=== rr_arbiter8 ===
rr_arbiter8/congestion_map.png
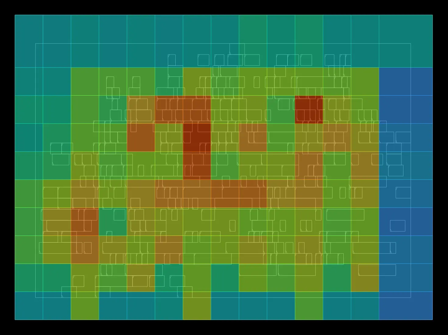

## config.mk

```make
export PLATFORM = sky130hd
export DESIGN_NAME = rr_arbiter8
export DESIGN_NICKNAME = d
export VERILOG_FILES = /design/src/rtl/arb_pkg.sv /design/src/rtl/rr_pick8.sv /design/src/rtl/rr_arbiter8.sv
export SDC_FILE = /design/constraint.sdc
export NUM_CORES = 1
export LEC_CHECK = 0
export ABC_AREA = 1
export CAP_MARGIN = 10
export CELL_PAD_IN_SITES_DETAIL_PLACEMENT = 0
export CELL_PAD_IN_SITES_GLOBAL_PLACEMENT = 2
export CORE_ASPECT_RATIO = 0.7
export CORE_MARGIN = 5
export CORE_UTILIZATION = 28
export DETAILED_ROUTE_END_ITERATION = 8
export PLACE_DENSITY = 0.84
export SLEW_MARGIN = 20
export SYNTH_ARGS = -nofsm -noshare
export SYNTH_HDL_FRONTEND = slang
export SYNTH_SLANG_ARGS = --single-unit
```

## constraint.sdc

```tcl
create_clock -name clk -period 3.3 [get_ports clk]
set_input_delay 0.66 -clock clk [delete_from_list [all_inputs] [get_ports clk]]
set_output_delay 0.66 -clock clk [all_outputs]
set_load 0.02 [all_outputs]
```

## src/rtl/arb_pkg.sv

```systemverilog
// Shared definitions for the 8-way round-robin arbiter: sizes, FSM states
// and the one-hot helper used by both the picker and the grant register.
package arb_pkg;

    localparam int N        = 8;
    localparam int IDXW     = 3;
    localparam int MAX_HOLD = 16;

    typedef enum logic {
        IDLE  = 1'b0,
        GRANT = 1'b1
    } state_t;

    function automatic logic [N-1:0] onehot(input logic [IDXW-1:0] idx);
        logic [N-1:0] one;
        one = {{(N-1){1'b0}}, 1'b1};
        return one << idx;
    endfunction

endpackage

```

## src/rtl/rr_pick8.sv

```systemverilog
// Combinational round-robin pick: first set request at or after ptr,
// wrapping modulo 8, with one optional index excluded from the search.
module rr_pick8
    import arb_pkg::*;
(
    input  logic [7:0] req,
    input  logic [2:0] ptr,
    input  logic       mask_en,
    input  logic [2:0] mask_idx,
    output logic [2:0] idx,
    output logic       found
);

    logic [7:0]  req_m;
    logic [15:0] dbl;
    logic [7:0]  rot;
    logic [2:0]  enc;

    always_comb begin
        req_m = req;
        if (mask_en) begin
            req_m = req & ~onehot(mask_idx);
        end

        // rot[j] holds req_m[(ptr + j) mod 8], so index 0 is the current pointer
        dbl = {req_m, req_m} >> ptr;
        rot = dbl[7:0];

        enc   = 3'd0;
        found = 1'b0;
        for (int i = 7; i >= 0; i--) begin
            if (rot[i]) begin
                enc   = 3'(i);
                found = 1'b1;
            end
        end

        // 3-bit add wraps naturally back into the unrotated index space
        idx = enc + ptr;
    end

endmodule

```

## src/rtl/rr_arbiter8.sv

```systemverilog
// Round-robin arbiter for 8 requesters with registered one-hot/index grant
// and a hold-limit timeout that forces preemption of a long-running holder.
//
//   state | meaning
//   IDLE  | no holder; any request is granted at the next edge
//   GRANT | one holder owns the resource until release or timeout
module rr_arbiter8 #(
    parameter int N        = arb_pkg::N,
    parameter int IDXW     = arb_pkg::IDXW,
    parameter int MAX_HOLD = arb_pkg::MAX_HOLD
) (
    input  logic            clk,
    input  logic            rst_n,
    input  logic [N-1:0]    req,
    output logic [N-1:0]    gnt,
    output logic [IDXW-1:0] gnt_idx,
    output logic            gnt_valid,
    output logic            timeout
);
    import arb_pkg::*;

    localparam int HCW = $clog2(MAX_HOLD) + 1;
    localparam logic [HCW-1:0] HOLD_LAST = HCW'(MAX_HOLD - 1);

    state_t          state, state_nxt;
    logic [IDXW-1:0] ptr, ptr_nxt;
    logic [HCW-1:0]  hold_cnt, hold_nxt;
    logic [N-1:0]    gnt_nxt;
    logic [IDXW-1:0] idx_nxt;
    logic            valid_nxt;
    logic            timeout_nxt;

    logic [IDXW-1:0] pick_ptr;
    logic [IDXW-1:0] pick_idx;
    logic            pick_found;
    logic            holder_req;
    logic            hold_expired;

    // While granted, the search starts just past the holder and skips it
    assign pick_ptr     = (state == GRANT) ? IDXW'(gnt_idx + 1'b1) : ptr;
    assign holder_req   = req[gnt_idx];
    assign hold_expired = (MAX_HOLD != 0) && (hold_cnt == HOLD_LAST);

    rr_pick8 u_pick (
        .req      (req),
        .ptr      (pick_ptr),
        .mask_en  (state == GRANT),
        .mask_idx (gnt_idx),
        .idx      (pick_idx),
        .found    (pick_found)
    );

    always_comb begin
        state_nxt   = state;
        ptr_nxt     = ptr;
        hold_nxt    = hold_cnt;
        gnt_nxt     = gnt;
        idx_nxt     = gnt_idx;
        valid_nxt   = gnt_valid;
        timeout_nxt = 1'b0;

        case (state)
            IDLE: begin
                if (|req) begin
                    gnt_nxt   = onehot(pick_idx);
                    idx_nxt   = pick_idx;
                    valid_nxt = 1'b1;
                    hold_nxt  = '0;
                    state_nxt = GRANT;
                end
            end
            GRANT: begin
                if (!holder_req) begin
                    ptr_nxt = pick_ptr;
                    if (pick_found) begin
                        gnt_nxt  = onehot(pick_idx);
                        idx_nxt  = pick_idx;
                        hold_nxt = '0;
                    end else begin
                        gnt_nxt   = '0;
                        idx_nxt   = '0;
                        valid_nxt = 1'b0;
                        hold_nxt  = '0;
                        state_nxt = IDLE;
                    end
                end else if (hold_expired) begin
                    // With no other requester the holder simply keeps the grant
                    timeout_nxt = 1'b1;
                    ptr_nxt     = pick_ptr;
                    hold_nxt    = '0;
                    if (pick_found) begin
                        gnt_nxt = onehot(pick_idx);
                        idx_nxt = pick_idx;
                    end
                end else if (hold_cnt != {HCW{1'b1}}) begin
                    hold_nxt = hold_cnt + 1'b1;
                end
            end
            default: begin
                state_nxt = IDLE;
                gnt_nxt   = '0;
                idx_nxt   = '0;
                valid_nxt = 1'b0;
                hold_nxt  = '0;
            end
        endcase
    end

    always_ff @(posedge clk or negedge rst_n) begin
        if (!rst_n) begin
            state     <= IDLE;
            ptr       <= '0;
            hold_cnt  <= '0;
            gnt       <= '0;
            gnt_idx   <= '0;
            gnt_valid <= 1'b0;
            timeout   <= 1'b0;
        end else begin
            state     <= state_nxt;
            ptr       <= ptr_nxt;
            hold_cnt  <= hold_nxt;
            gnt       <= gnt_nxt;
            gnt_idx   <= idx_nxt;
            gnt_valid <= valid_nxt;
            timeout   <= timeout_nxt;
        end
    end

endmodule

```

=== puf_array_ctrl ===
--- src/rtl/puf_pkg.sv ---
// Shared types and helpers for the arbiter-PUF array: FSM state encoding,
// width helpers and the challenge rotation used to diversify the chains.
package puf_pkg;

  typedef enum logic [2:0] {
    ST_IDLE,
    ST_CLEAR,
    ST_LAUNCH,
    ST_SAMPLE,
    ST_DONE
  } state_e;

  localparam int MAX_N = 64;

  function automatic int vote_w(input int reps);
    return $clog2(reps + 1);
  endfunction

  function automatic int rep_w(input int reps);
    return (reps > 1) ? $clog2(reps) : 1;
  endfunction

  function automatic int settle_w(input int settle);
    return $clog2(settle + 3);
  endfunction

  // Rotate the low n bits of v left by k; bits above n stay zero.
  function automatic logic [MAX_N-1:0] rotl(input logic [MAX_N-1:0] v, input int n, input int k);
    logic [MAX_N-1:0] r;
    r = '0;
    for (int i = 0; i < MAX_N; i++) begin
      if (i < n) r[6'((i + k) % n)] = v[6'(i)];
    end
    return r;
  endfunction

endpackage

--- src/rtl/puf_chain.sv ---
// One arbiter-PUF delay chain: N crossover stages, a race arbiter cleared while
// launch is low, and a 2-flop synchroniser bringing the decision into clk.
module puf_chain #(
  parameter int N = 8
) (
  input  logic         i_clk,
  input  logic         i_rst_n,
  input  logic         i_launch,
  input  logic [N-1:0] i_chal,
  output logic         o_sync
);

  logic w_upper;
  logic w_lower;
  logic r_arb;
  logic r_sync1;
  logic r_sync2;

  // Each stage either passes both paths straight through or swaps them.
  always_comb begin
    logic v_top;
    logic v_bot;
    v_top = i_launch;
    v_bot = i_launch;
    for (int i = 0; i < N; i++) begin
      if (i_chal[i]) {v_top, v_bot} = {v_bot, v_top};
    end
    w_upper = v_top;
    w_lower = v_bot;
  end

  always_ff @(posedge w_lower or negedge i_launch) begin
    if (!i_launch) r_arb <= 1'b0;
    else           r_arb <= w_upper;
  end

  always_ff @(posedge i_clk or negedge i_rst_n) begin
    if (!i_rst_n) begin
      r_sync1 <= 1'b0;
      r_sync2 <= 1'b0;
    end else begin
      r_sync1 <= r_arb;
      r_sync2 <= r_sync1;
    end
  end

  assign o_sync = r_sync2;

endmodule

--- src/rtl/puf_array_ctrl.sv ---
// Arbiter-PUF engine: accepts a challenge, runs REPS clear/launch/sample rounds
// over CHAINS chains and returns majority-voted bits with per-bit stability.
module puf_array_ctrl
  import puf_pkg::*;
#(
  parameter int N      = 8,
  parameter int CHAINS = 4,
  parameter int SETTLE = 16,
  parameter int REPS   = 5
) (
  input  logic              clk,
  input  logic              reset_n,
  input  logic [N-1:0]      challenge,
  input  logic              chal_valid,
  output logic              chal_ready,
  output logic [CHAINS-1:0] response,
  output logic [CHAINS-1:0] stable,
  output logic              resp_valid,
  input  logic              resp_ready,
  output logic              busy
);

  localparam int VW = vote_w(REPS);
  localparam int RW = rep_w(REPS);
  localparam int CW = settle_w(SETTLE);

  if (REPS < 1 || (REPS % 2) == 0) begin : g_bad_reps
    $error("puf_array_ctrl: REPS must be odd and >= 1");
  end
  if (N < 2 || N > MAX_N || CHAINS < 1 || SETTLE < 1) begin : g_bad_dims
    $error("puf_array_ctrl: N, CHAINS or SETTLE out of range");
  end

  state_e            r_state;
  logic [N-1:0]      r_chal;
  logic [CW-1:0]     r_cnt;
  logic [RW-1:0]     r_rep;
  logic [VW-1:0]     r_vote [CHAINS];
  logic              r_launch;
  logic [CHAINS-1:0] r_response;
  logic [CHAINS-1:0] r_stable;
  logic              r_resp_valid;
  logic              r_chal_ready;
  logic              r_busy;

  logic [CHAINS-1:0] w_sync;
  logic [VW-1:0]     w_vote_nxt [CHAINS];
  logic [CHAINS-1:0] w_resp_nxt;
  logic [CHAINS-1:0] w_stab_nxt;

  for (genvar k = 0; k < CHAINS; k++) begin : g_chain
    logic [N-1:0] w_sel;
    assign w_sel = N'(rotl(MAX_N'(r_chal), N, k));
    puf_chain #(.N(N)) u_chain (
      .i_clk    (clk),
      .i_rst_n  (reset_n),
      .i_launch (r_launch),
      .i_chal   (w_sel),
      .o_sync   (w_sync[k])
    );
  end

  // Votes including the bit sampled this cycle, so the last round can be
  // folded straight into the registered response.
  always_comb begin
    w_resp_nxt = '0;
    w_stab_nxt = '0;
    for (int k = 0; k < CHAINS; k++) begin
      w_vote_nxt[k] = r_vote[k] + VW'(w_sync[k]);
      w_resp_nxt[k] = (w_vote_nxt[k] > VW'(REPS / 2));
      w_stab_nxt[k] = (w_vote_nxt[k] == '0) || (w_vote_nxt[k] == VW'(REPS));
    end
  end

  always_ff @(posedge clk or negedge reset_n) begin
    if (!reset_n) begin
      r_state      <= ST_IDLE;
      r_chal       <= '0;
      r_cnt        <= '0;
      r_rep        <= '0;
      for (int k = 0; k < CHAINS; k++) r_vote[k] <= '0;
      r_launch     <= 1'b0;
      r_response   <= '0;
      r_stable     <= '0;
      r_resp_valid <= 1'b0;
      r_chal_ready <= 1'b0;
      r_busy       <= 1'b0;
    end else begin
      case (r_state)
        ST_IDLE: begin
          r_chal_ready <= 1'b1;
          if (chal_valid && r_chal_ready) begin
            r_chal       <= challenge;
            r_cnt        <= '0;
            r_rep        <= '0;
            for (int k = 0; k < CHAINS; k++) r_vote[k] <= '0;
            r_chal_ready <= 1'b0;
            r_busy       <= 1'b1;
            r_state      <= ST_CLEAR;
          end
        end
        ST_CLEAR: begin
          if (r_cnt == CW'(SETTLE - 1)) begin
            r_cnt    <= '0;
            r_launch <= 1'b1;
            r_state  <= ST_LAUNCH;
          end else begin
            r_cnt <= r_cnt + 1'b1;
          end
        end
        ST_LAUNCH: begin
          // Two extra cycles let the arbiter decision cross the synchroniser.
          if (r_cnt == CW'(SETTLE + 1)) begin
            r_cnt    <= '0;
            r_launch <= 1'b0;
            r_state  <= ST_SAMPLE;
          end else begin
            r_cnt <= r_cnt + 1'b1;
          end
        end
        ST_SAMPLE: begin
          for (int k = 0; k < CHAINS; k++) r_vote[k] <= w_vote_nxt[k];
          if (r_rep == RW'(REPS - 1)) begin
            r_response   <= w_resp_nxt;
            r_stable     <= w_stab_nxt;
            r_resp_valid <= 1'b1;
            r_state      <= ST_DONE;
          end else begin
            r_rep   <= r_rep + 1'b1;
            r_state <= ST_CLEAR;
          end
        end
        ST_DONE: begin
          if (resp_ready) begin
            r_resp_valid <= 1'b0;
            r_busy       <= 1'b0;
            r_chal_ready <= 1'b1;
            r_state      <= ST_IDLE;
          end
        end
        default: r_state <= ST_IDLE;
      endcase
    end
  end

  assign chal_ready = r_chal_ready;
  assign response   = r_response;
  assign stable     = r_stable;
  assign resp_valid = r_resp_valid;
  assign busy       = r_busy;

endmodule
--- config.mk ---
export PLATFORM = sky130hd
export DESIGN_NAME = puf_array_ctrl
export DESIGN_NICKNAME = d
export VERILOG_FILES = /design/src/rtl/puf_pkg.sv /design/src/rtl/puf_chain.sv /design/src/rtl/puf_array_ctrl.sv
export SDC_FILE = /design/constraint.sdc
export NUM_CORES = 1
export LEC_CHECK = 0
export CORE_MARGIN = 10
export CORE_UTILIZATION = 43
export DETAILED_ROUTE_END_ITERATION = 8
export PLACE_DENSITY = 0.69
export SYNTH_ARGS = -nofsm -noshare
export SYNTH_HDL_FRONTEND = slang
export SYNTH_HIERARCHICAL = 1
export SYNTH_SLANG_ARGS = --single-unit
--- constraint.sdc ---
create_clock -name clk -period 2 [get_ports clk]
set_clock_uncertainty 0.05 [all_clocks]
set_input_delay 0.6 -clock clk [delete_from_list [all_inputs] [get_ports clk]]
set_output_delay 0.6 -clock clk [all_outputs]
set_load 0.02 [all_outputs]
=== rover_motor_drive ===
File: src/rtl/rover_motor_drive_pkg.sv
// Motion-command interface shared with the mic-localization block:
// FSM state encoding, command bit positions and the wheel pattern map.
package rover_pkg;

    typedef enum logic [1:0] {
        IDLE = 2'd0,
        DEAD = 2'd1,
        RAMP = 2'd2,
        RUN  = 2'd3
    } state_e;

    localparam int unsigned CMD_W    = 3;
    localparam int unsigned CMD_DIR  = 0;
    localparam int unsigned CMD_ROT  = 1;
    localparam int unsigned CMD_MOVE = 2;

    // Returns {left_dir, right_dir}; 1 = forward.
    function automatic logic [1:0] wheel_dirs(input logic [CMD_W-1:0] cmd);
        logic l;
        logic r;
        l = cmd[CMD_DIR];
        r = cmd[CMD_ROT] ? ~cmd[CMD_DIR] : cmd[CMD_DIR];
        return {l, r};
    endfunction

endpackage

File: src/rtl/rover_motor_drive_cmd_filter.sv
// Stability filter: a raw command is accepted only after holding for
// STABLE_CYCLES consecutive cycles; cmd_changed_o pulses with each new accept.
module rover_cmd_filter
    import rover_pkg::*;
#(
    parameter int unsigned STABLE_CYCLES = 1000
) (
    input  logic             clk_i,
    input  logic             rst_ni,
    input  logic [CMD_W-1:0] raw_i,
    output logic [CMD_W-1:0] cmd_o,
    output logic             cmd_changed_o
);

    localparam int unsigned CW = $clog2(STABLE_CYCLES + 1);
    localparam logic [CW-1:0] HOLD_MAX = CW'(STABLE_CYCLES);

    logic [CMD_W-1:0] last_q, last_d;
    logic [CMD_W-1:0] cmd_q, cmd_d;
    logic [CW-1:0]    cnt_q, cnt_d;
    logic             chg_q, chg_d;

    // The cycle on which raw changes already counts as the first held cycle.
    always_comb begin
        last_d = raw_i;
        cnt_d  = cnt_q;
        cmd_d  = cmd_q;
        chg_d  = 1'b0;
        if (raw_i != last_q)
            cnt_d = CW'(1);
        else if (cnt_q != HOLD_MAX)
            cnt_d = cnt_q + 1'b1;
        if (cnt_d == HOLD_MAX && raw_i != cmd_q) begin
            cmd_d = raw_i;
            chg_d = 1'b1;
        end
    end

    always_ff @(posedge clk_i) begin
        if (!rst_ni) begin
            last_q <= '0;
            cmd_q  <= '0;
            cnt_q  <= '0;
            chg_q  <= 1'b0;
        end else begin
            last_q <= last_d;
            cmd_q  <= cmd_d;
            cnt_q  <= cnt_d;
            chg_q  <= chg_d;
        end
    end

    assign cmd_o         = cmd_q;
    assign cmd_changed_o = chg_q;

endmodule

File: src/rtl/rover_motor_drive.sv
// H-bridge drive for the rover: filtered motion command -> wheel directions,
// soft-started shared PWM duty, and a PWM-off dead time on every pattern change.
module rover_motor_drive
    import rover_pkg::*;
#(
    parameter int unsigned PWM_BITS      = 8,
    parameter int unsigned FWD_DUTY      = 200,
    parameter int unsigned ROT_DUTY      = 150,
    parameter int unsigned RAMP_DIV      = 50000,
    parameter int unsigned DEAD_CYCLES   = 100000,
    parameter int unsigned STABLE_CYCLES = 1000
) (
    input  logic clk,
    input  logic rst_n,
    input  logic Direction,
    input  logic Rotate,
    input  logic Move,
    output logic left_pwm,
    output logic left_dir,
    output logic right_pwm,
    output logic right_dir,
    output logic moving
);

    if (FWD_DUTY >= (2 ** PWM_BITS) || ROT_DUTY >= (2 ** PWM_BITS) ||
        RAMP_DIV < 1 || DEAD_CYCLES < 1 || STABLE_CYCLES < 1) begin : g_param_check
        $error("rover_motor_drive: duty targets must be < 2**PWM_BITS, timers >= 1");
    end

    localparam int unsigned DW = (DEAD_CYCLES > 1) ? $clog2(DEAD_CYCLES) : 1;
    localparam int unsigned RW = (RAMP_DIV > 1) ? $clog2(RAMP_DIV) : 1;
    localparam logic [DW-1:0]       DEAD_LAST = DW'(DEAD_CYCLES - 1);
    localparam logic [RW-1:0]       RAMP_LAST = RW'(RAMP_DIV - 1);
    localparam logic [PWM_BITS-1:0] FWD_T     = PWM_BITS'(FWD_DUTY);
    localparam logic [PWM_BITS-1:0] ROT_T     = PWM_BITS'(ROT_DUTY);

    logic [CMD_W-1:0]    cmd;
    logic                cmd_chg;
    state_e              state_q, state_d;
    logic [PWM_BITS-1:0] duty_q, duty_d;
    logic [DW-1:0]       dead_q, dead_d;
    logic [RW-1:0]       ramp_q, ramp_d;
    logic [1:0]          dirs_q, dirs_d;
    logic [PWM_BITS-1:0] cnt_q;
    logic                pwm_q, pwm_d;
    logic [PWM_BITS-1:0] target;

    rover_cmd_filter #(
        .STABLE_CYCLES(STABLE_CYCLES)
    ) u_filter (
        .clk_i        (clk),
        .rst_ni       (rst_n),
        .raw_i        ({Move, Rotate, Direction}),
        .cmd_o        (cmd),
        .cmd_changed_o(cmd_chg)
    );

    assign target = cmd[CMD_ROT] ? ROT_T : FWD_T;

    always_comb begin
        state_d = state_q;
        duty_d  = duty_q;
        dead_d  = dead_q;
        ramp_d  = ramp_q;
        dirs_d  = dirs_q;
        if (!cmd[CMD_MOVE]) begin
            state_d = IDLE;
            duty_d  = '0;
        end else begin
            unique case (state_q)
                IDLE: begin
                    state_d = DEAD;
                    dead_d  = '0;
                    duty_d  = '0;
                end
                DEAD: begin
                    duty_d = '0;
                    if (cmd_chg)
                        dead_d = '0;
                    else if (dead_q == DEAD_LAST) begin
                        state_d = RAMP;
                        ramp_d  = '0;
                        dirs_d  = wheel_dirs(cmd);
                    end else
                        dead_d = dead_q + 1'b1;
                end
                RAMP: begin
                    if (cmd_chg) begin
                        state_d = DEAD;
                        dead_d  = '0;
                        duty_d  = '0;
                    end else if (duty_q == target)
                        state_d = RUN;
                    else if (ramp_q == RAMP_LAST) begin
                        ramp_d = '0;
                        duty_d = duty_q + 1'b1;
                    end else
                        ramp_d = ramp_q + 1'b1;
                end
                RUN: begin
                    if (cmd_chg) begin
                        state_d = DEAD;
                        dead_d  = '0;
                        duty_d  = '0;
                    end else
                        duty_d = target;
                end
                default: state_d = IDLE;
            endcase
        end
        // Gate with the next state so pwm drops on the same edge motion stops.
        pwm_d = ((state_d == RAMP) || (state_d == RUN)) && (cnt_q < duty_q);
    end

    always_ff @(posedge clk) begin
        if (!rst_n) begin
            state_q <= IDLE;
            duty_q  <= '0;
            dead_q  <= '0;
            ramp_q  <= '0;
            dirs_q  <= '0;
            cnt_q   <= '0;
            pwm_q   <= 1'b0;
        end else begin
            state_q <= state_d;
            duty_q  <= duty_d;
            dead_q  <= dead_d;
            ramp_q  <= ramp_d;
            dirs_q  <= dirs_d;
            cnt_q   <= cnt_q + 1'b1;
            pwm_q   <= pwm_d;
        end
    end

    assign left_pwm  = pwm_q;
    assign right_pwm = pwm_q;
    assign left_dir  = dirs_q[1];
    assign right_dir = dirs_q[0];
    assign moving    = (state_q == RAMP) || (state_q == RUN);

endmodule

File: config.mk
export PLATFORM = sky130hd
export DESIGN_NAME = rover_motor_drive
export DESIGN_NICKNAME = d
export VERILOG_FILES = /design/src/rtl/rover_motor_drive_pkg.sv /design/src/rtl/rover_motor_drive_cmd_filter.sv /design/src/rtl/rover_motor_drive.sv
export SDC_FILE = /design/constraint.sdc
export NUM_CORES = 1
export LEC_CHECK = 0
export ABC_AREA = 0
export CORE_MARGIN = 3
export CORE_UTILIZATION = 40
export DETAILED_ROUTE_END_ITERATION = 16
export GPL_ROUTABILITY_DRIVEN = 1
export SLEW_MARGIN = 15
export SYNTH_ARGS = -nofsm -noshare
export SYNTH_HDL_FRONTEND = slang
export SYNTH_SLANG_ARGS = --single-unit
File: constraint.sdc
create_clock -name clk -period 2.9 [get_ports clk]
set_clock_uncertainty 0.05 [all_clocks]
set_input_delay 0.58 -clock clk [delete_from_list [all_inputs] [get_ports clk]]
set_output_delay 0.58 -clock clk [all_outputs]
set_load 0.05 [all_outputs]
=== hk_spi_target_flat ===
--- src/rtl/hk_spi_pkg.sv ---
// Shared types and command-byte field definitions for the housekeeping SPI target.
package hk_spi_pkg;

    // Transaction phase.
    typedef enum logic [2:0] {IDLE, CMD, ADDR, DATA, DONE} state_e;

    // Command byte layout: [7] write, [6] read, [5:3] byte count (0 = stream), [2:0] ignored.
    localparam int unsigned CMD_WR_BIT  = 7;
    localparam int unsigned CMD_RD_BIT  = 6;
    localparam int unsigned CMD_CNT_MSB = 5;
    localparam int unsigned CMD_CNT_LSB = 3;

    localparam logic [7:0] CMD_READ  = 8'h40;
    localparam logic [7:0] CMD_WRITE = 8'h80;
    localparam logic [7:0] CMD_RDWR  = 8'hC0;

    // A command is usable only if it requests a read, a write, or both.
    function automatic logic cmd_valid(input logic [7:0] cmd);
        return (cmd & (CMD_READ | CMD_WRITE)) != 8'h00;
    endfunction

endpackage

--- src/rtl/hk_spi_if.sv ---
// Pad-side SPI pins plus the register-bank access bus of the housekeeping SPI target.
interface hk_spi_if #(
    parameter int unsigned ADDR_W = 8
);
    logic              sck;
    logic              csb;
    logic              sdi;
    logic              sdo;
    logic              sdo_oe;
    logic [ADDR_W-1:0] reg_addr;
    logic [7:0]        reg_wdata;
    logic              reg_we;
    logic              reg_re;
    logic [7:0]        reg_rdata;
    logic              busy;

    // Responder side.
    modport slave (
        input  sck, csb, sdi, reg_rdata,
        output sdo, sdo_oe, reg_addr, reg_wdata, reg_we, reg_re, busy
    );

    // Host pins and register bank side.
    modport master (
        output sck, csb, sdi, reg_rdata,
        input  sdo, sdo_oe, reg_addr, reg_wdata, reg_we, reg_re, busy
    );
endinterface

--- src/rtl/hk_spi_sync.sv ---
// Input conditioning for the SPI pins: optional synchroniser chain (HK_SPI_SYNC_EN)
// followed by a one-flop SCK edge detector. CSB/SDI share the chain but need no edges.
module hk_spi_sync #(
    parameter int unsigned STAGES = 2
) (
    input  logic clock,
    input  logic resetb,
    input  logic sck,
    input  logic csb,
    input  logic sdi,
    output logic csb_s,
    output logic sdi_s,
    output logic sck_rise,
    output logic sck_fall
);
`ifdef HK_SPI_SYNC_EN
    localparam int unsigned SyncOn = 1;
`else
    localparam int unsigned SyncOn = 0;
`endif
    localparam int unsigned Depth = STAGES * SyncOn;

    logic [2:0] pins_s;  // {sck, csb, sdi}
    logic       sck_q;

    if (Depth == 0) begin : g_direct
        assign pins_s = {sck, csb, sdi};
    end else begin : g_chain
        logic [2:0] chain_q [Depth];

        // Shift raw pins through the chain; CSB resets deasserted so reset looks idle.
        always_ff @(posedge clock or negedge resetb) begin
            if (!resetb) begin
                for (int unsigned i = 0; i < Depth; i++) chain_q[i] <= 3'b010;
            end else begin
                chain_q[0] <= {sck, csb, sdi};
                for (int unsigned i = 1; i < Depth; i++) chain_q[i] <= chain_q[i-1];
            end
        end

        assign pins_s = chain_q[Depth-1];
    end

    // Delay flop for SCK edge detection.
    always_ff @(posedge clock or negedge resetb) begin
        if (!resetb) sck_q <= 1'b0;
        else         sck_q <= pins_s[2];
    end

    assign csb_s    = pins_s[1];
    assign sdi_s    = pins_s[0];
    assign sck_rise = pins_s[2] & ~sck_q;
    assign sck_fall = ~pins_s[2] & sck_q;
endmodule

--- src/rtl/hk_spi_target.sv ---
// Housekeeping SPI target: decodes the host command/address/data byte stream into
// single-cycle register reads and writes. Synchroniser depth is set by HK_SPI_SYNC_EN.
module hk_spi_target
    import hk_spi_pkg::*;
#(
    parameter int unsigned ADDR_W      = 8,
    parameter int unsigned SYNC_STAGES = 2
) (
    input logic     clock,
    input logic     resetb,
    hk_spi_if.slave bus
);
    logic csb_s, sdi_s, sck_rise, sck_fall;

    state_e            state_q, state_d;
    logic [6:0]        rx_q;
    logic [2:0]        bit_cnt_q, byte_cnt_q;
    logic [7:3]        cmd_q;
    logic [ADDR_W-1:0] reg_addr_q;
    logic [7:0]        reg_wdata_q, tx_q;
    logic              reg_we_q, reg_re_q, rd_cap_q, inc_pend_q, re_pend_q, sdo_oe_q;

    logic       active, shift_en, byte_done, last_byte, is_wr, is_rd;
    logic [7:0] rx_byte;
    logic [2:0] cnt;

    hk_spi_sync #(
        .STAGES(SYNC_STAGES)
    ) u_sync (
        .clock   (clock),
        .resetb  (resetb),
        .sck     (bus.sck),
        .csb     (bus.csb),
        .sdi     (bus.sdi),
        .csb_s   (csb_s),
        .sdi_s   (sdi_s),
        .sck_rise(sck_rise),
        .sck_fall(sck_fall)
    );

    assign active    = (state_q == CMD) || (state_q == ADDR) || (state_q == DATA);
    assign shift_en  = active && sck_rise && !csb_s;
    assign byte_done = shift_en && (bit_cnt_q == 3'd7);
    assign rx_byte   = {rx_q, sdi_s};
    assign is_wr     = cmd_q[CMD_WR_BIT];
    assign is_rd     = cmd_q[CMD_RD_BIT];
    assign cnt       = cmd_q[CMD_CNT_MSB:CMD_CNT_LSB];
    assign last_byte = (cnt != 3'd0) && ((byte_cnt_q + 3'd1) == cnt);

    // State register.
    always_ff @(posedge clock or negedge resetb) begin
        if (!resetb) state_q <= IDLE;
        else         state_q <= state_d;
    end

    // Next-state: CSB high always wins; otherwise advance on completed bytes.
    always_comb begin
        state_d = state_q;
        if (csb_s) begin
            state_d = IDLE;
        end else begin
            unique case (state_q)
                IDLE: state_d = CMD;
                CMD:  if (byte_done) state_d = cmd_valid(rx_byte) ? ADDR : DONE;
                ADDR: if (byte_done) state_d = DATA;
                DATA: if (byte_done && last_byte) state_d = DONE;
                DONE: state_d = DONE;
                default: state_d = IDLE;
            endcase
        end
    end

    // Datapath: bit/byte shifting, strobe scheduling and read-data pipeline.
    always_ff @(posedge clock or negedge resetb) begin
        if (!resetb) begin
            rx_q        <= '0;
            bit_cnt_q   <= '0;
            byte_cnt_q  <= '0;
            cmd_q       <= '0;
            reg_addr_q  <= '0;
            reg_wdata_q <= '0;
            tx_q        <= '0;
            reg_we_q    <= 1'b0;
            reg_re_q    <= 1'b0;
            rd_cap_q    <= 1'b0;
            inc_pend_q  <= 1'b0;
            re_pend_q   <= 1'b0;
            sdo_oe_q    <= 1'b0;
        end else begin
            reg_we_q <= 1'b0;
            reg_re_q <= 1'b0;
            rd_cap_q <= reg_re_q;
            // Post-write increment; a read/write follows it with the read strobe.
            if (inc_pend_q) begin
                reg_addr_q <= reg_addr_q + ADDR_W'(1);
                reg_re_q   <= re_pend_q;
                inc_pend_q <= 1'b0;
                re_pend_q  <= 1'b0;
            end
            // reg_rdata is valid the clock after reg_re.
            if (rd_cap_q && state_q == DATA) begin
                tx_q     <= bus.reg_rdata;
                sdo_oe_q <= 1'b1;
            end
            if (csb_s) begin
                rx_q       <= '0;
                bit_cnt_q  <= '0;
                byte_cnt_q <= '0;
                tx_q       <= '0;
                sdo_oe_q   <= 1'b0;
            end else begin
                if (shift_en) begin
                    rx_q      <= rx_byte[6:0];
                    bit_cnt_q <= bit_cnt_q + 3'd1;
                end
                // The fall right after a byte boundary must keep the freshly loaded MSB.
                if (sck_fall && state_q == DATA && bit_cnt_q != 3'd0) begin
                    tx_q <= {tx_q[6:0], 1'b0};
                end
                if (byte_done) begin
                    case (state_q)
                        CMD: cmd_q <= rx_byte[7:3];
                        ADDR: begin
                            reg_addr_q <= ADDR_W'(rx_byte);
                            if (is_rd) reg_re_q <= 1'b1;
                        end
                        DATA: begin
                            byte_cnt_q <= byte_cnt_q + 3'd1;
                            if (is_wr) begin
                                reg_wdata_q <= rx_byte;
                                reg_we_q    <= 1'b1;
                                inc_pend_q  <= 1'b1;
                                re_pend_q   <= is_rd && !last_byte;
                            end else if (!last_byte) begin
                                reg_addr_q <= reg_addr_q + ADDR_W'(1);
                                reg_re_q   <= 1'b1;
                            end
                            if (last_byte) begin
                                tx_q     <= '0;
                                sdo_oe_q <= 1'b0;
                            end
                        end
                        default: ;
                    endcase
                end
            end
        end
    end

    // Outputs: SDO gated by its enable so it reads 0 whenever undriven.
    always_comb begin
        bus.busy      = (state_q != IDLE);
        bus.sdo_oe    = sdo_oe_q;
        bus.sdo       = sdo_oe_q & tx_q[7];
        bus.reg_addr  = reg_addr_q;
        bus.reg_wdata = reg_wdata_q;
        bus.reg_we    = reg_we_q;
        bus.reg_re    = reg_re_q;
    end
endmodule
--- src/flat_wrapper.sv ---
// flat-port wrapper written by rule: the top's interface ports become plain ports
module hk_spi_target_flat import hk_spi_pkg::*;
#(
    parameter int unsigned ADDR_W      = 8,
    parameter int unsigned SYNC_STAGES = 2
)
  (clock, resetb, bus_sck, bus_csb, bus_sdi, bus_reg_rdata, bus_sdo, bus_sdo_oe, bus_reg_addr, bus_reg_wdata, bus_reg_we, bus_reg_re, bus_busy);
  hk_spi_if #(.ADDR_W(ADDR_W)) bus_i ();
  input logic clock;
  input logic resetb;
  input wire logic [$bits(bus_i.sck)-1:0] bus_sck;
  input wire logic [$bits(bus_i.csb)-1:0] bus_csb;
  input wire logic [$bits(bus_i.sdi)-1:0] bus_sdi;
  input wire logic [$bits(bus_i.reg_rdata)-1:0] bus_reg_rdata;
  output wire logic [$bits(bus_i.sdo)-1:0] bus_sdo;
  output wire logic [$bits(bus_i.sdo_oe)-1:0] bus_sdo_oe;
  output wire logic [$bits(bus_i.reg_addr)-1:0] bus_reg_addr;
  output wire logic [$bits(bus_i.reg_wdata)-1:0] bus_reg_wdata;
  output wire logic [$bits(bus_i.reg_we)-1:0] bus_reg_we;
  output wire logic [$bits(bus_i.reg_re)-1:0] bus_reg_re;
  output wire logic [$bits(bus_i.busy)-1:0] bus_busy;
  assign bus_i.sck = bus_sck;
  assign bus_i.csb = bus_csb;
  assign bus_i.sdi = bus_sdi;
  assign bus_i.reg_rdata = bus_reg_rdata;
  assign bus_sdo = bus_i.sdo;
  assign bus_sdo_oe = bus_i.sdo_oe;
  assign bus_reg_addr = bus_i.reg_addr;
  assign bus_reg_wdata = bus_i.reg_wdata;
  assign bus_reg_we = bus_i.reg_we;
  assign bus_reg_re = bus_i.reg_re;
  assign bus_busy = bus_i.busy;
  hk_spi_target #(.ADDR_W(ADDR_W), .SYNC_STAGES(SYNC_STAGES)) u_core (.clock(clock), .resetb(resetb), .bus(bus_i));
endmodule
--- config.mk ---
export PLATFORM = sky130hd
export DESIGN_NAME = hk_spi_target_flat
export DESIGN_NICKNAME = d
export VERILOG_FILES = /design/src/rtl/hk_spi_pkg.sv /design/src/rtl/hk_spi_if.sv /design/src/rtl/hk_spi_sync.sv /design/src/rtl/hk_spi_target.sv /design/src/flat_wrapper.sv
export SDC_FILE = /design/constraint.sdc
export NUM_CORES = 1
export LEC_CHECK = 0
export ABC_AREA = 1
export CAP_MARGIN = 20
export CORE_ASPECT_RATIO = 0.8
export CORE_UTILIZATION = 40
export CTS_BUF_LIST = sky130_fd_sc_hd__clkbuf_8
export DETAILED_ROUTE_END_ITERATION = 16
export HOLD_SLACK_MARGIN = 0.03
export SYNTH_ARGS = -nofsm -noshare
export SYNTH_HDL_FRONTEND = slang
export SYNTH_SLANG_ARGS = --single-unit
--- constraint.sdc ---
create_clock -name clock -period 2.57 [get_ports clock]
set_clock_uncertainty 0.05 [all_clocks]
set_input_delay 0.6425 -clock clock [delete_from_list [all_inputs] [get_ports clock]]
set_output_delay 0.6425 -clock clock [all_outputs]
set_load 0.05 [all_outputs]
rr_arbiter8/layers.png
Two of the layers only.
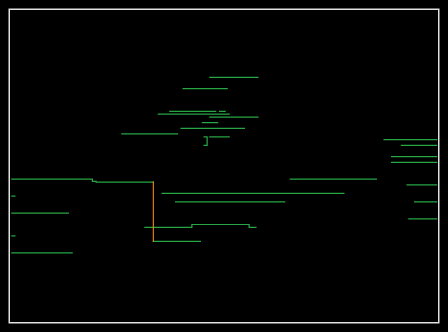
| layer | color | wire length |
|---|---|---|
| M4 | orange | 14.3 um |
| M3 | green | 359 um |
drt total wl: 5120 um
post-detailed-route wirelength per cell: 13.5 um
via count: 1813

rr_arbiter8/gates.png
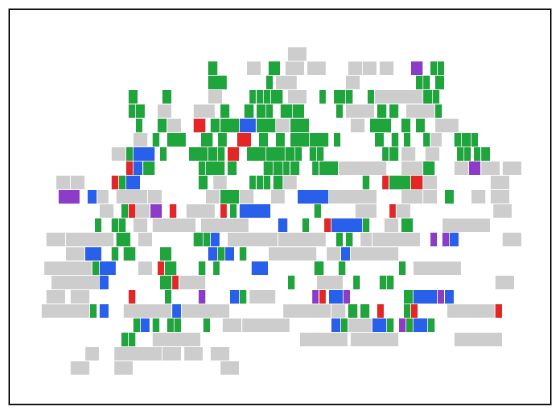
| family | color | cells |
|---|---|---|
| nand cells | green | 145 |
| nor cells | purple | 11 |
| inv cells | red | 19 |
| aoi and oai cells | blue | 28 |
logic share of the area: 47.6%
non-filler cells, final: 379
dominant logic cell type in the layout: nand2_1

Notes on rr_arbiter8/congestion_map.png above:
GRT Total Usage: 12.9%
Most Crowded Layer GR: met1
met2 Track Usage GR: 17.3%
M3 GR Usage: 3.15%
GR Layer Usage met1: 21.1%

==> impl_metrics.json, rr_arbiter8 <==
{
  "hold_depth": 2,
  "worstPathArrival_ps": 3510,
  "die_h_um": 75.0,
  "viasPerCell": 4.78,
  "synth.most_common_cell": "nand2_1",
  "finalSetupViolations": 6,
  "ys_cells": 240,
  "rows": 23,
  "setup_slack_ps": -31.9,
  "ys_warn_count": 0,
  "violations": "setup timing",
  "topCellsByArea": "dfrtp_1 33%, nand2_1 20%, nand3_1 14%, ha_1 5.9%, o21ai_0 3.6%",
  "status": "finished with violations",
  "relSlewSlack_pct": 70.3,
  "place_congestion": 0.782,
  "clock_area_share_pct": 1.65,
  "crit_required_ps": 3480,
  "buffer_area_share_pct": 21.8,
  "chip_area_um2": 7720,
  "reg2reg_from": "gnt_idx[0]",
  "reg2reg_slack_ps": -30,
  "r2r-end": "gnt[3]",
  "drc": 0,
  "synth_area_um2": 1690,
  "fp_nets": 259,
  "io_pins": 23,
  "final_nets": 325,
  "grt_pass1_wl_um": 7910,
  "clock_buffers": 3,
  "worst_pin_slew_ps": 445,
  "area_growth_pct": 48.4,
  "fp-utilization_pct": 29.2,
  "muxShareOfSynthArea_pct": 0,
  "h-tree-depth": 1,
  "crit_end": "gnt[3]",
  "yosysTopAreaCell": "dfrtp_1",
  "layout-drive-gt1-share_pct": 32.6,
  "fin_util_pct": 43.4,
  "cp_slowest_stage_delay_ps": 440,
  "top_area_share_pct": 32.5,
  "cp_num_buf_inv": 5,
  "fp.dieW_um": 103,
  "flop_cell": "dfrtp_1",
  "finalCritPeriodShare_pct": 101,
  "placed_cells": 363,
  "nWellTaps": 75,
  "final_cell_area_um2": 2510,
  "rr_worst_depth": 18,
  "hp-class": "flip-flop to flip-flop",
  "edf_count": 0
}
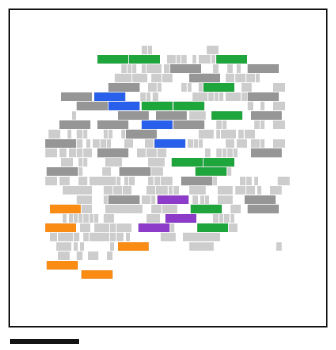
puf_array_ctrl/ff_map.png
Bar = 20 um. Other sequential cells in the stronger gray, the rest of the logic in the fainter gray.
| signal | color | placed flops |
|---|---|---|
| `r_rep` | purple | 3 |
| `g_chain.u_chain/r_sync1` | blue | 4 |
| `r_cnt` | orange | 5 |
| `r_vote` | green | 12 |
not colored: 23
Reg area: 1180 um2
flop share of the area: 45.8%
final core occ: 50.9%

puf_array_ctrl/layers.png
Two of the layers only.
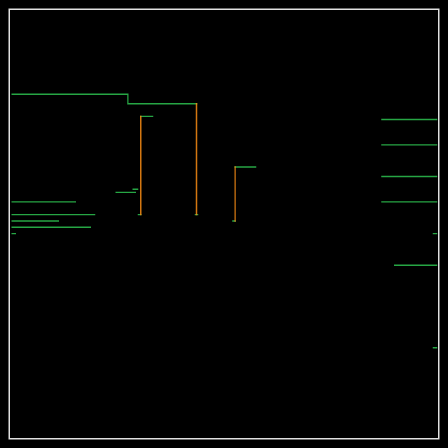
| layer | color | wire length |
|---|---|---|
| M4 | orange | 56.4 um |
| M3 | green | 170 um |

==> impl_metrics.json, puf_array_ctrl <==
{
  "post-place-ws_ps": 27.3,
  "finalHoldViolCount": 0,
  "cts_tree": "built",
  "insertion_delay_ps": 290,
  "nWellTaps": 70,
  "grt_max_degree": 26,
  "grt_use_met1_pct": 10.9,
  "untimed_endpoints": 8,
  "warning_count": 37,
  "place_congestion": 0.762,
  "cp-startpoint": "busy",
  "r2r-end": "r_cnt[3]",
  "reg_top3": "r_vote (12), r_cnt (5)",
  "finalCritPeriodShare_pct": 96.9,
  "cts_buffers": 5,
  "buffer_area_share_pct": 7.75,
  "sh_comb_area_pct": 36.7,
  "lay_top_count": "dfrtp_1",
  "fmax_ghz": 0.516,
  "worst_pin_slew_ps": 459,
  "placed_cells": 291,
  "reg2reg_from": "r_cnt[0]",
  "rows": 26,
  "chip_area_um2": 8440,
  "fin_cells": 299,
  "io_pins": 23,
  "unclocked_regs": 4,
  "status": "finished clean",
  "cts_resized": 1,
  "clock_buffers": 6,
  "place_area_um2": 2440,
  "hp-class": "primary input to async pin",
  "met3_length_um": 170,
  "antenna_found_initial": 0,
  "cap_viol_max_count": 0,
  "grt_pass1_wl_um": 6690,
  "nFillCells": 459
}
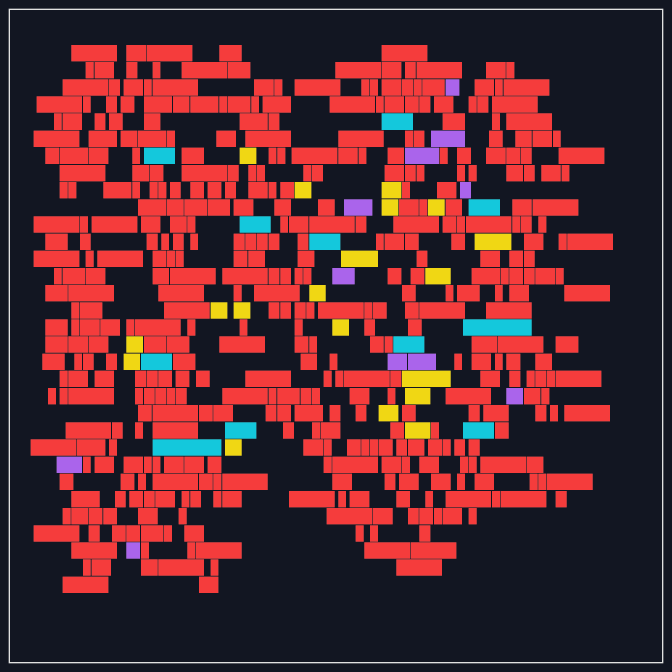
rover_motor_drive/sizing.png
| size | color | cells |
|---|---|---|
| x3 and x4 | yellow | 19 |
| x6 and larger | cyan | 11 |
| x2 | purple | 11 |
| x1 and smaller | red | 431 |
post-route cell area: 4280 um2
Non-clock buffers: 18

==> impl_metrics.json, rover_motor_drive <==
{
  "antenna_found_initial": 0,
  "drc": 0,
  "insertion_delay_ps": 360,
  "drtIter0Drc": 145,
  "finalCriticalPeriod_ps": 2370,
  "synth.most_common_cell": "dfxtp_1",
  "reg_top3": "dead_q (17), ramp_q (16), u_filter.cnt_q (10)",
  "regMostFlops": "dead_q",
  "rr_worst_depth": 7,
  "finalSetupViolations": 0,
  "holdPathEnd": "cnt_q[0]",
  "grt_max_degree": 16,
  "dr.pass1.iters": 4,
  "aoi_share_pct": 11.5,
  "io_pins": 10,
  "status": "finished clean"
}
hk_spi_target_flat/gates.png
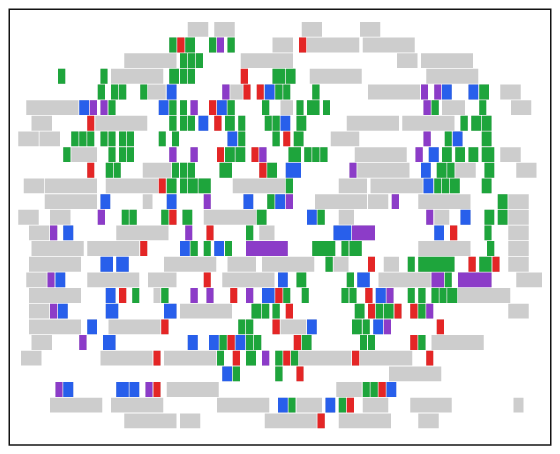
| family | color | cells |
|---|---|---|
| nand cells | green | 155 |
| nor cells | purple | 37 |
| inv cells | red | 46 |
| aoi and oai cells | blue | 51 |
non-filler cells, final: 479
logic share of the area: 37.5%
dominant logic cell type in the layout: nand2_1

hk_spi_target_flat/layers.png
Two of the layers only.
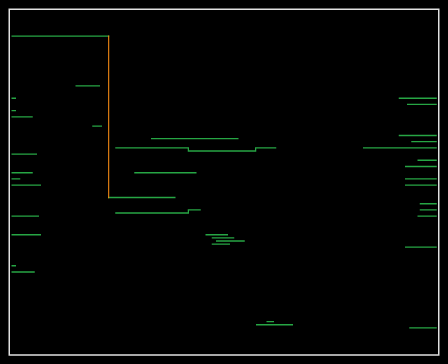
| layer | color | wire length |
|---|---|---|
| M4 | orange | 35.4 um |
| M3 | green | 290 um |

==> impl_metrics.json, hk_spi_target_flat <==
{
  "top_layer": "met4",
  "status": "finished clean",
  "fp-utilization_pct": 41.9,
  "grt_pass1_vias": 2189,
  "hpwlAfterDp_um": 4590,
  "met3_length_um": 289,
  "worst-setup-path-type": "flip-flop to primary output",
  "grt_max_degree": 28,
  "combGateArea_um2": 1210,
  "drtAntennaViolNets": 0,
  "layout_top_cells": "110 x nand2_1, 51 x dfrtp_1, 44 x inv_1",
  "port-buffer-count": 33,
  "antenna_found_initial": 0,
  "ff_count": 51,
  "drtIter0Drc": 147,
  "relSlewSlack_pct": 64.3,
  "crit_required_ps": 1880,
  "post-place-ws_ps": 175,
  "synth.most_common_cell": "nand2_1",
  "place_area_um2": 3140,
  "finalHoldViolCount": 0,
  "cts_buffers": 5,
  "fp_nets": 374,
  "synthTopLogicFamily": "simple AND/OR/NAND/NOR gates",
  "wl_met1_um": 3310,
  "h-tree-depth": 2,
  "nFillCells": 637,
  "reg2reg_slack_ps": 630,
  "end_kind": "primary output",
  "cts.root.buffer_cell": "clkbuf_8",
  "met2_length_um": 2580,
  "place_congestion": 0.828,
  "top_area_share_pct": 47.3,
  "ys_seq_share_pct": 47.3,
  "die_h_um": 75.4,
  "fin_hold_ws_ps": 162,
  "ctsHoldBuffers": 0,
  "syn-instance-count": 356,
  "synth-async-reset-ratio_pct": 100,
  "drc": 0,
  "clock_sinks": 51,
  "muxShareOfSynthArea_pct": 0.418,
  "aoi_share_pct": 10.1,
  "topCellsByArea": "dfrtp_1 47%, nand2_1 15%, nand3_1 6.5%, inv_1 6.0%, o21ai_0 5.2%",
  "crit_end": "bus_reg_we",
  "fin_util_pct": 50.1,
  "final_nets": 412,
  "fmax_ghz": 0.412,
  "grt_pass1_wl_um": 10500,
  "antenna_cells": 0,
  "hp-class": "primary input to async pin",
  "ys_ff": 51,
  "dominant_cells": "flip-flops and latches",
  "fp.dieW_um": 93.8,
  "avgSynthCellArea_um2": 7.57,
  "r2r-end": "u_core.bus.reg_addr[5]",
  "wire_per_inst_um": 13.0
}

=== edge_event_scheduler ===
edge_event_scheduler/layers.png
Two of the layers only.
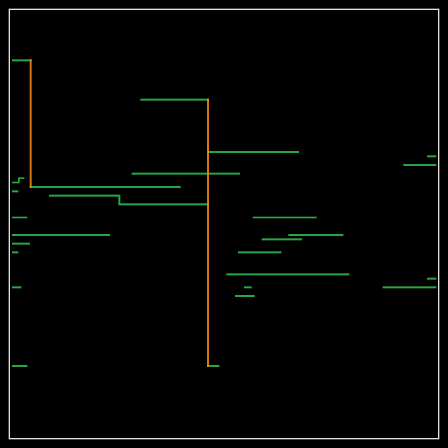
edge_event_scheduler/sizing.png
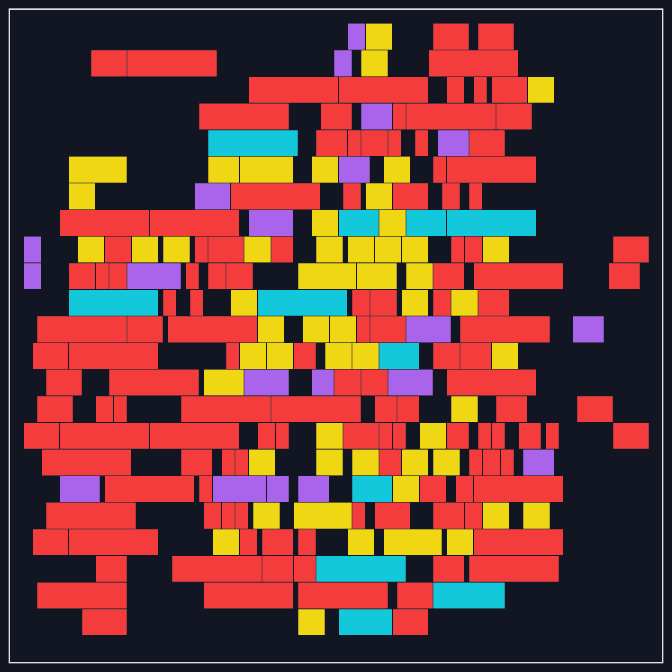
### config.mk
export PLATFORM = sky130hd
export DESIGN_NAME = edge_event_scheduler
export DESIGN_NICKNAME = d
export VERILOG_FILES = /design/src/rtl/edge_evt_pkg.sv /design/src/rtl/edge_qualifier.sv /design/src/rtl/edge_event_scheduler.sv
export SDC_FILE = /design/constraint.sdc
export NUM_CORES = 1
export LEC_CHECK = 0
export CAP_MARGIN = 20
export CELL_PAD_IN_SITES_DETAIL_PLACEMENT = 0
export CELL_PAD_IN_SITES_GLOBAL_PLACEMENT = 1
export CORE_MARGIN = 1
export CORE_UTILIZATION = 35
export CTS_BUF_LIST = sky130_fd_sc_hd__clkbuf_16
export CTS_CLUSTER_SIZE = 24
export DETAILED_ROUTE_END_ITERATION = 10
export HOLD_SLACK_MARGIN = 0.03
export PLACE_DENSITY = 0.79
export SYNTH_ARGS = -nofsm -noshare
export SYNTH_HDL_FRONTEND = slang
export SYNTH_SLANG_ARGS = --single-unit
### constraint.sdc
create_clock -name clk -period 2 [get_ports clk]
set_input_delay 0.6 -clock clk [delete_from_list [all_inputs] [get_ports clk]]
set_output_delay 0.6 -clock clk [all_outputs]
set_load 0.01 [all_outputs]
### src/rtl/edge_evt_pkg.sv
// Shared encodings for the edge event scheduler: channel edge modes and event kind.
// Also carries the modulo helper used by the round-robin arbiter.
package edge_evt_pkg;

  typedef enum logic [1:0] {
    MODE_OFF  = 2'b00,
    MODE_RISE = 2'b01,
    MODE_FALL = 2'b10,
    MODE_BOTH = 2'b11
  } edge_mode_e;

  localparam logic KIND_FALL = 1'b0;
  localparam logic KIND_RISE = 1'b1;

  function automatic int rr_wrap(input int base, input int off, input int n);
    return (base + off) % n;
  endfunction

endpackage

### src/rtl/edge_qualifier.sv
// Per-channel synchronizer + history flop; flags a mode-qualified edge SYNC_STAGES cycles
// after a stable input change. No backpressure: the edge pulse lasts exactly one cycle.
module edge_qualifier
  import edge_evt_pkg::*;
#(
  parameter int SYNC_STAGES = 2
) (
  input  logic       clk,
  input  logic       rst_n,
  input  logic       sig,
  input  logic [1:0] mode,
  input  logic       arm,
  output logic       hit,
  output logic       kind
);

  logic [SYNC_STAGES-1:0] sync_q;
  logic                   hist_q;
  logic                   synced;
  logic                   rise;
  logic                   fall;
  logic                   rise_en;
  logic                   fall_en;

  always_ff @(posedge clk or negedge rst_n) begin
    if (!rst_n) begin
      sync_q <= '0;
      hist_q <= 1'b0;
    end else begin
      sync_q <= {sync_q[SYNC_STAGES-2:0], sig};
      hist_q <= sync_q[SYNC_STAGES-1];
    end
  end

  assign synced  = sync_q[SYNC_STAGES-1];
  assign rise    = synced & ~hist_q;
  assign fall    = ~synced & hist_q;
  assign rise_en = (mode == MODE_RISE) || (mode == MODE_BOTH);
  assign fall_en = (mode == MODE_FALL) || (mode == MODE_BOTH);

  // arm holds off qualification until the chain has flushed its reset zeros
  assign hit  = arm & ((rise & rise_en) | (fall & fall_en));
  assign kind = synced ? KIND_RISE : KIND_FALL;

endmodule

### src/rtl/edge_event_scheduler.sv
// Collects per-channel edge events and serialises them round-robin onto a valid/ready port.
// Pending set SYNC_STAGES+1 cycles after an input change, presented one cycle later; output holds while stalled.
module edge_event_scheduler
  import edge_evt_pkg::*;
#(
  parameter int N_CH        = 4,
  parameter int SYNC_STAGES = 2
) (
  input  logic                    clk,
  input  logic                    rst_n,
  input  logic [N_CH-1:0]         sig_in,
  input  logic [2*N_CH-1:0]       edge_mode,
  output logic                    evt_valid,
  input  logic                    evt_ready,
  output logic [$clog2(N_CH)-1:0] evt_ch,
  output logic                    evt_kind,
  output logic [N_CH-1:0]         overflow,
  input  logic [N_CH-1:0]         ovf_clr
);

  localparam int CH_W    = $clog2(N_CH);
  localparam int ARM_CNT = SYNC_STAGES + 1;
  localparam int ARM_W   = $clog2(ARM_CNT + 1);

  logic [ARM_W-1:0] arm_cnt;
  logic             armed;
  logic [N_CH-1:0]  qual;
  logic [N_CH-1:0]  qual_kind;
  logic [N_CH-1:0]  mode_on;
  logic [N_CH-1:0]  pending;
  logic [N_CH-1:0]  pend_kind;
  logic [N_CH-1:0]  eligible;
  logic [N_CH-1:0]  drain;
  logic [N_CH-1:0]  pending_nxt;
  logic [N_CH-1:0]  kind_nxt;
  logic [N_CH-1:0]  ovf_nxt;
  logic [CH_W-1:0]  ptr;
  logic [CH_W-1:0]  rr_idx [N_CH];
  logic [CH_W-1:0]  grant_idx;
  logic             grant_vld;
  logic             load;

  always_ff @(posedge clk or negedge rst_n) begin
    if (!rst_n) begin
      arm_cnt <= '0;
    end else if (!armed) begin
      arm_cnt <= arm_cnt + 1'b1;
    end
  end

  assign armed = (arm_cnt == ARM_W'(ARM_CNT));

  for (genvar i = 0; i < N_CH; i++) begin : g_ch
    edge_qualifier #(
      .SYNC_STAGES(SYNC_STAGES)
    ) u_qual (
      .clk  (clk),
      .rst_n(rst_n),
      .sig  (sig_in[i]),
      .mode (edge_mode[2*i +: 2]),
      .arm  (armed),
      .hit  (qual[i]),
      .kind (qual_kind[i])
    );

    assign mode_on[i] = (edge_mode[2*i +: 2] != MODE_OFF);
    assign rr_idx[i]  = CH_W'(rr_wrap(int'(ptr), i, N_CH));
    assign drain[i]   = load & grant_vld & (grant_idx == CH_W'(i));
  end

  assign eligible = pending & mode_on;
  assign load     = ~evt_valid | evt_ready;

  // ptr is the first index searched, i.e. last grant + 1
  always_comb begin
    grant_vld = 1'b0;
    grant_idx = '0;
    for (int k = 0; k < N_CH; k++) begin
      if (!grant_vld && eligible[rr_idx[k]]) begin
        grant_vld = 1'b1;
        grant_idx = rr_idx[k];
      end
    end
  end

  always_comb begin
    pending_nxt = pending;
    kind_nxt    = pend_kind;
    ovf_nxt     = overflow;
    for (int i = 0; i < N_CH; i++) begin
      if (!mode_on[i]) begin
        pending_nxt[i] = 1'b0;
      end else if (qual[i]) begin
        if (pending[i] && !drain[i]) begin
          ovf_nxt[i] = 1'b1;
        end else begin
          pending_nxt[i] = 1'b1;
          kind_nxt[i]    = qual_kind[i];
        end
      end else if (drain[i]) begin
        pending_nxt[i] = 1'b0;
      end
      if (ovf_clr[i]) begin
        ovf_nxt[i] = 1'b0;
      end
    end
  end

  always_ff @(posedge clk or negedge rst_n) begin
    if (!rst_n) begin
      evt_valid <= 1'b0;
      evt_ch    <= '0;
      evt_kind  <= 1'b0;
      ptr       <= '0;
      pending   <= '0;
      pend_kind <= '0;
      overflow  <= '0;
    end else begin
      if (load) begin
        evt_valid <= grant_vld;
        if (grant_vld) begin
          evt_ch   <= grant_idx;
          evt_kind <= pend_kind[grant_idx];
          ptr      <= CH_W'(rr_wrap(int'(grant_idx), 1, N_CH));
        end
      end
      pending   <= pending_nxt;
      pend_kind <= kind_nxt;
      overflow  <= ovf_nxt;
    end
  end

endmodule

==> impl_metrics.json <==
{
  "top_usage_layer": "met2",
  "layout-drive-gt1-share_pct": 39.4,
  "violations": "setup timing",
  "clock_sinks": 32,
  "yosysTopAreaCell": "dfrtp_1",
  "r2r-end": "pend_kind[3]",
  "h-tree-depth": 2,
  "finalPower_mw": 2.94,
  "ctsHoldBuffers": 0,
  "place_area_um2": 2030,
  "ys_types": 37,
  "yosys.area_share.adder_pct": 0.855,
  "nFillCells": 330,
  "grt_max_degree": 33,
  "holdPathEnd": "g_ch[0].u_qual.sync_q[1]",
  "met2_usage_pct": 31.8,
  "finalSetupViolations": 5,
  "drt-total-wl_um": 3780,
  "cts_buffers": 5,
  "drtAntennaViolNets": 0,
  "core-area_um2": 4000,
  "layout_top_cells": "44 x buf_4, 32 x dfrtp_1, 17 x clkdlybuf4s50_1",
  "wire_per_inst_um": 14.2,
  "status": "finished with violations",
  "setup_slack_ps": -112,
  "synth.most_common_cell": "dfrtp_1",
  "topCellsByArea": "dfrtp_1 55%, nand2_1 3.8%, o21ai_0 3.8%, and3b_1 3.6%, o21a_1 2.6%",
  "synth_area_um2": 1460,
  "top_area_share_pct": 54.7,
  "synth_xor_xnor_area_share_pct": 1.20,
  "cp-start-kind": "primary input",
  "lay_top_count": "buf_4"
}
## Picture notes: edge_event_scheduler/layers.png
| layer | color | wire length |
|---|---|---|
| M4 | orange | 61.2 um |
| M3 | green | 189 um |

## Picture notes: edge_event_scheduler/sizing.png
| size | color | cells |
|---|---|---|
| x2 | purple | 20 |
| x1 and smaller | red | 131 |
| x6 and larger | cyan | 11 |
| x3 and x4 | yellow | 54 |



==> notes/layouts.md <==
Pictures saved along the way, in no particular order.

Sequential cells colored by netlist name.
Bar = 20 um. Other sequential cells in the stronger gray, the rest of the logic in the fainter gray.
image #1
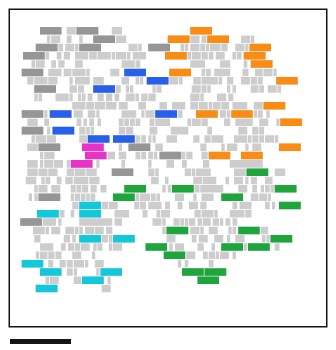
image #2
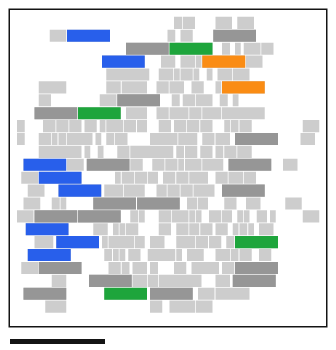
image #3
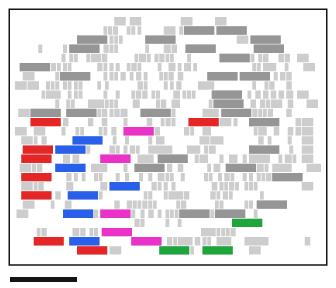
image #4
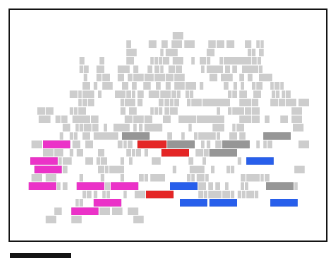
Image #3 is hk_spi_target_flat.
Image #1 is rover_motor_drive.
Image #4 is rr_arbiter8.
Image #2 is edge_event_scheduler.
The one with the largest die is image #1.
The one with the most cells is image #1.

Power figures rest on the tool's default switching activity, not on a simulated workload.
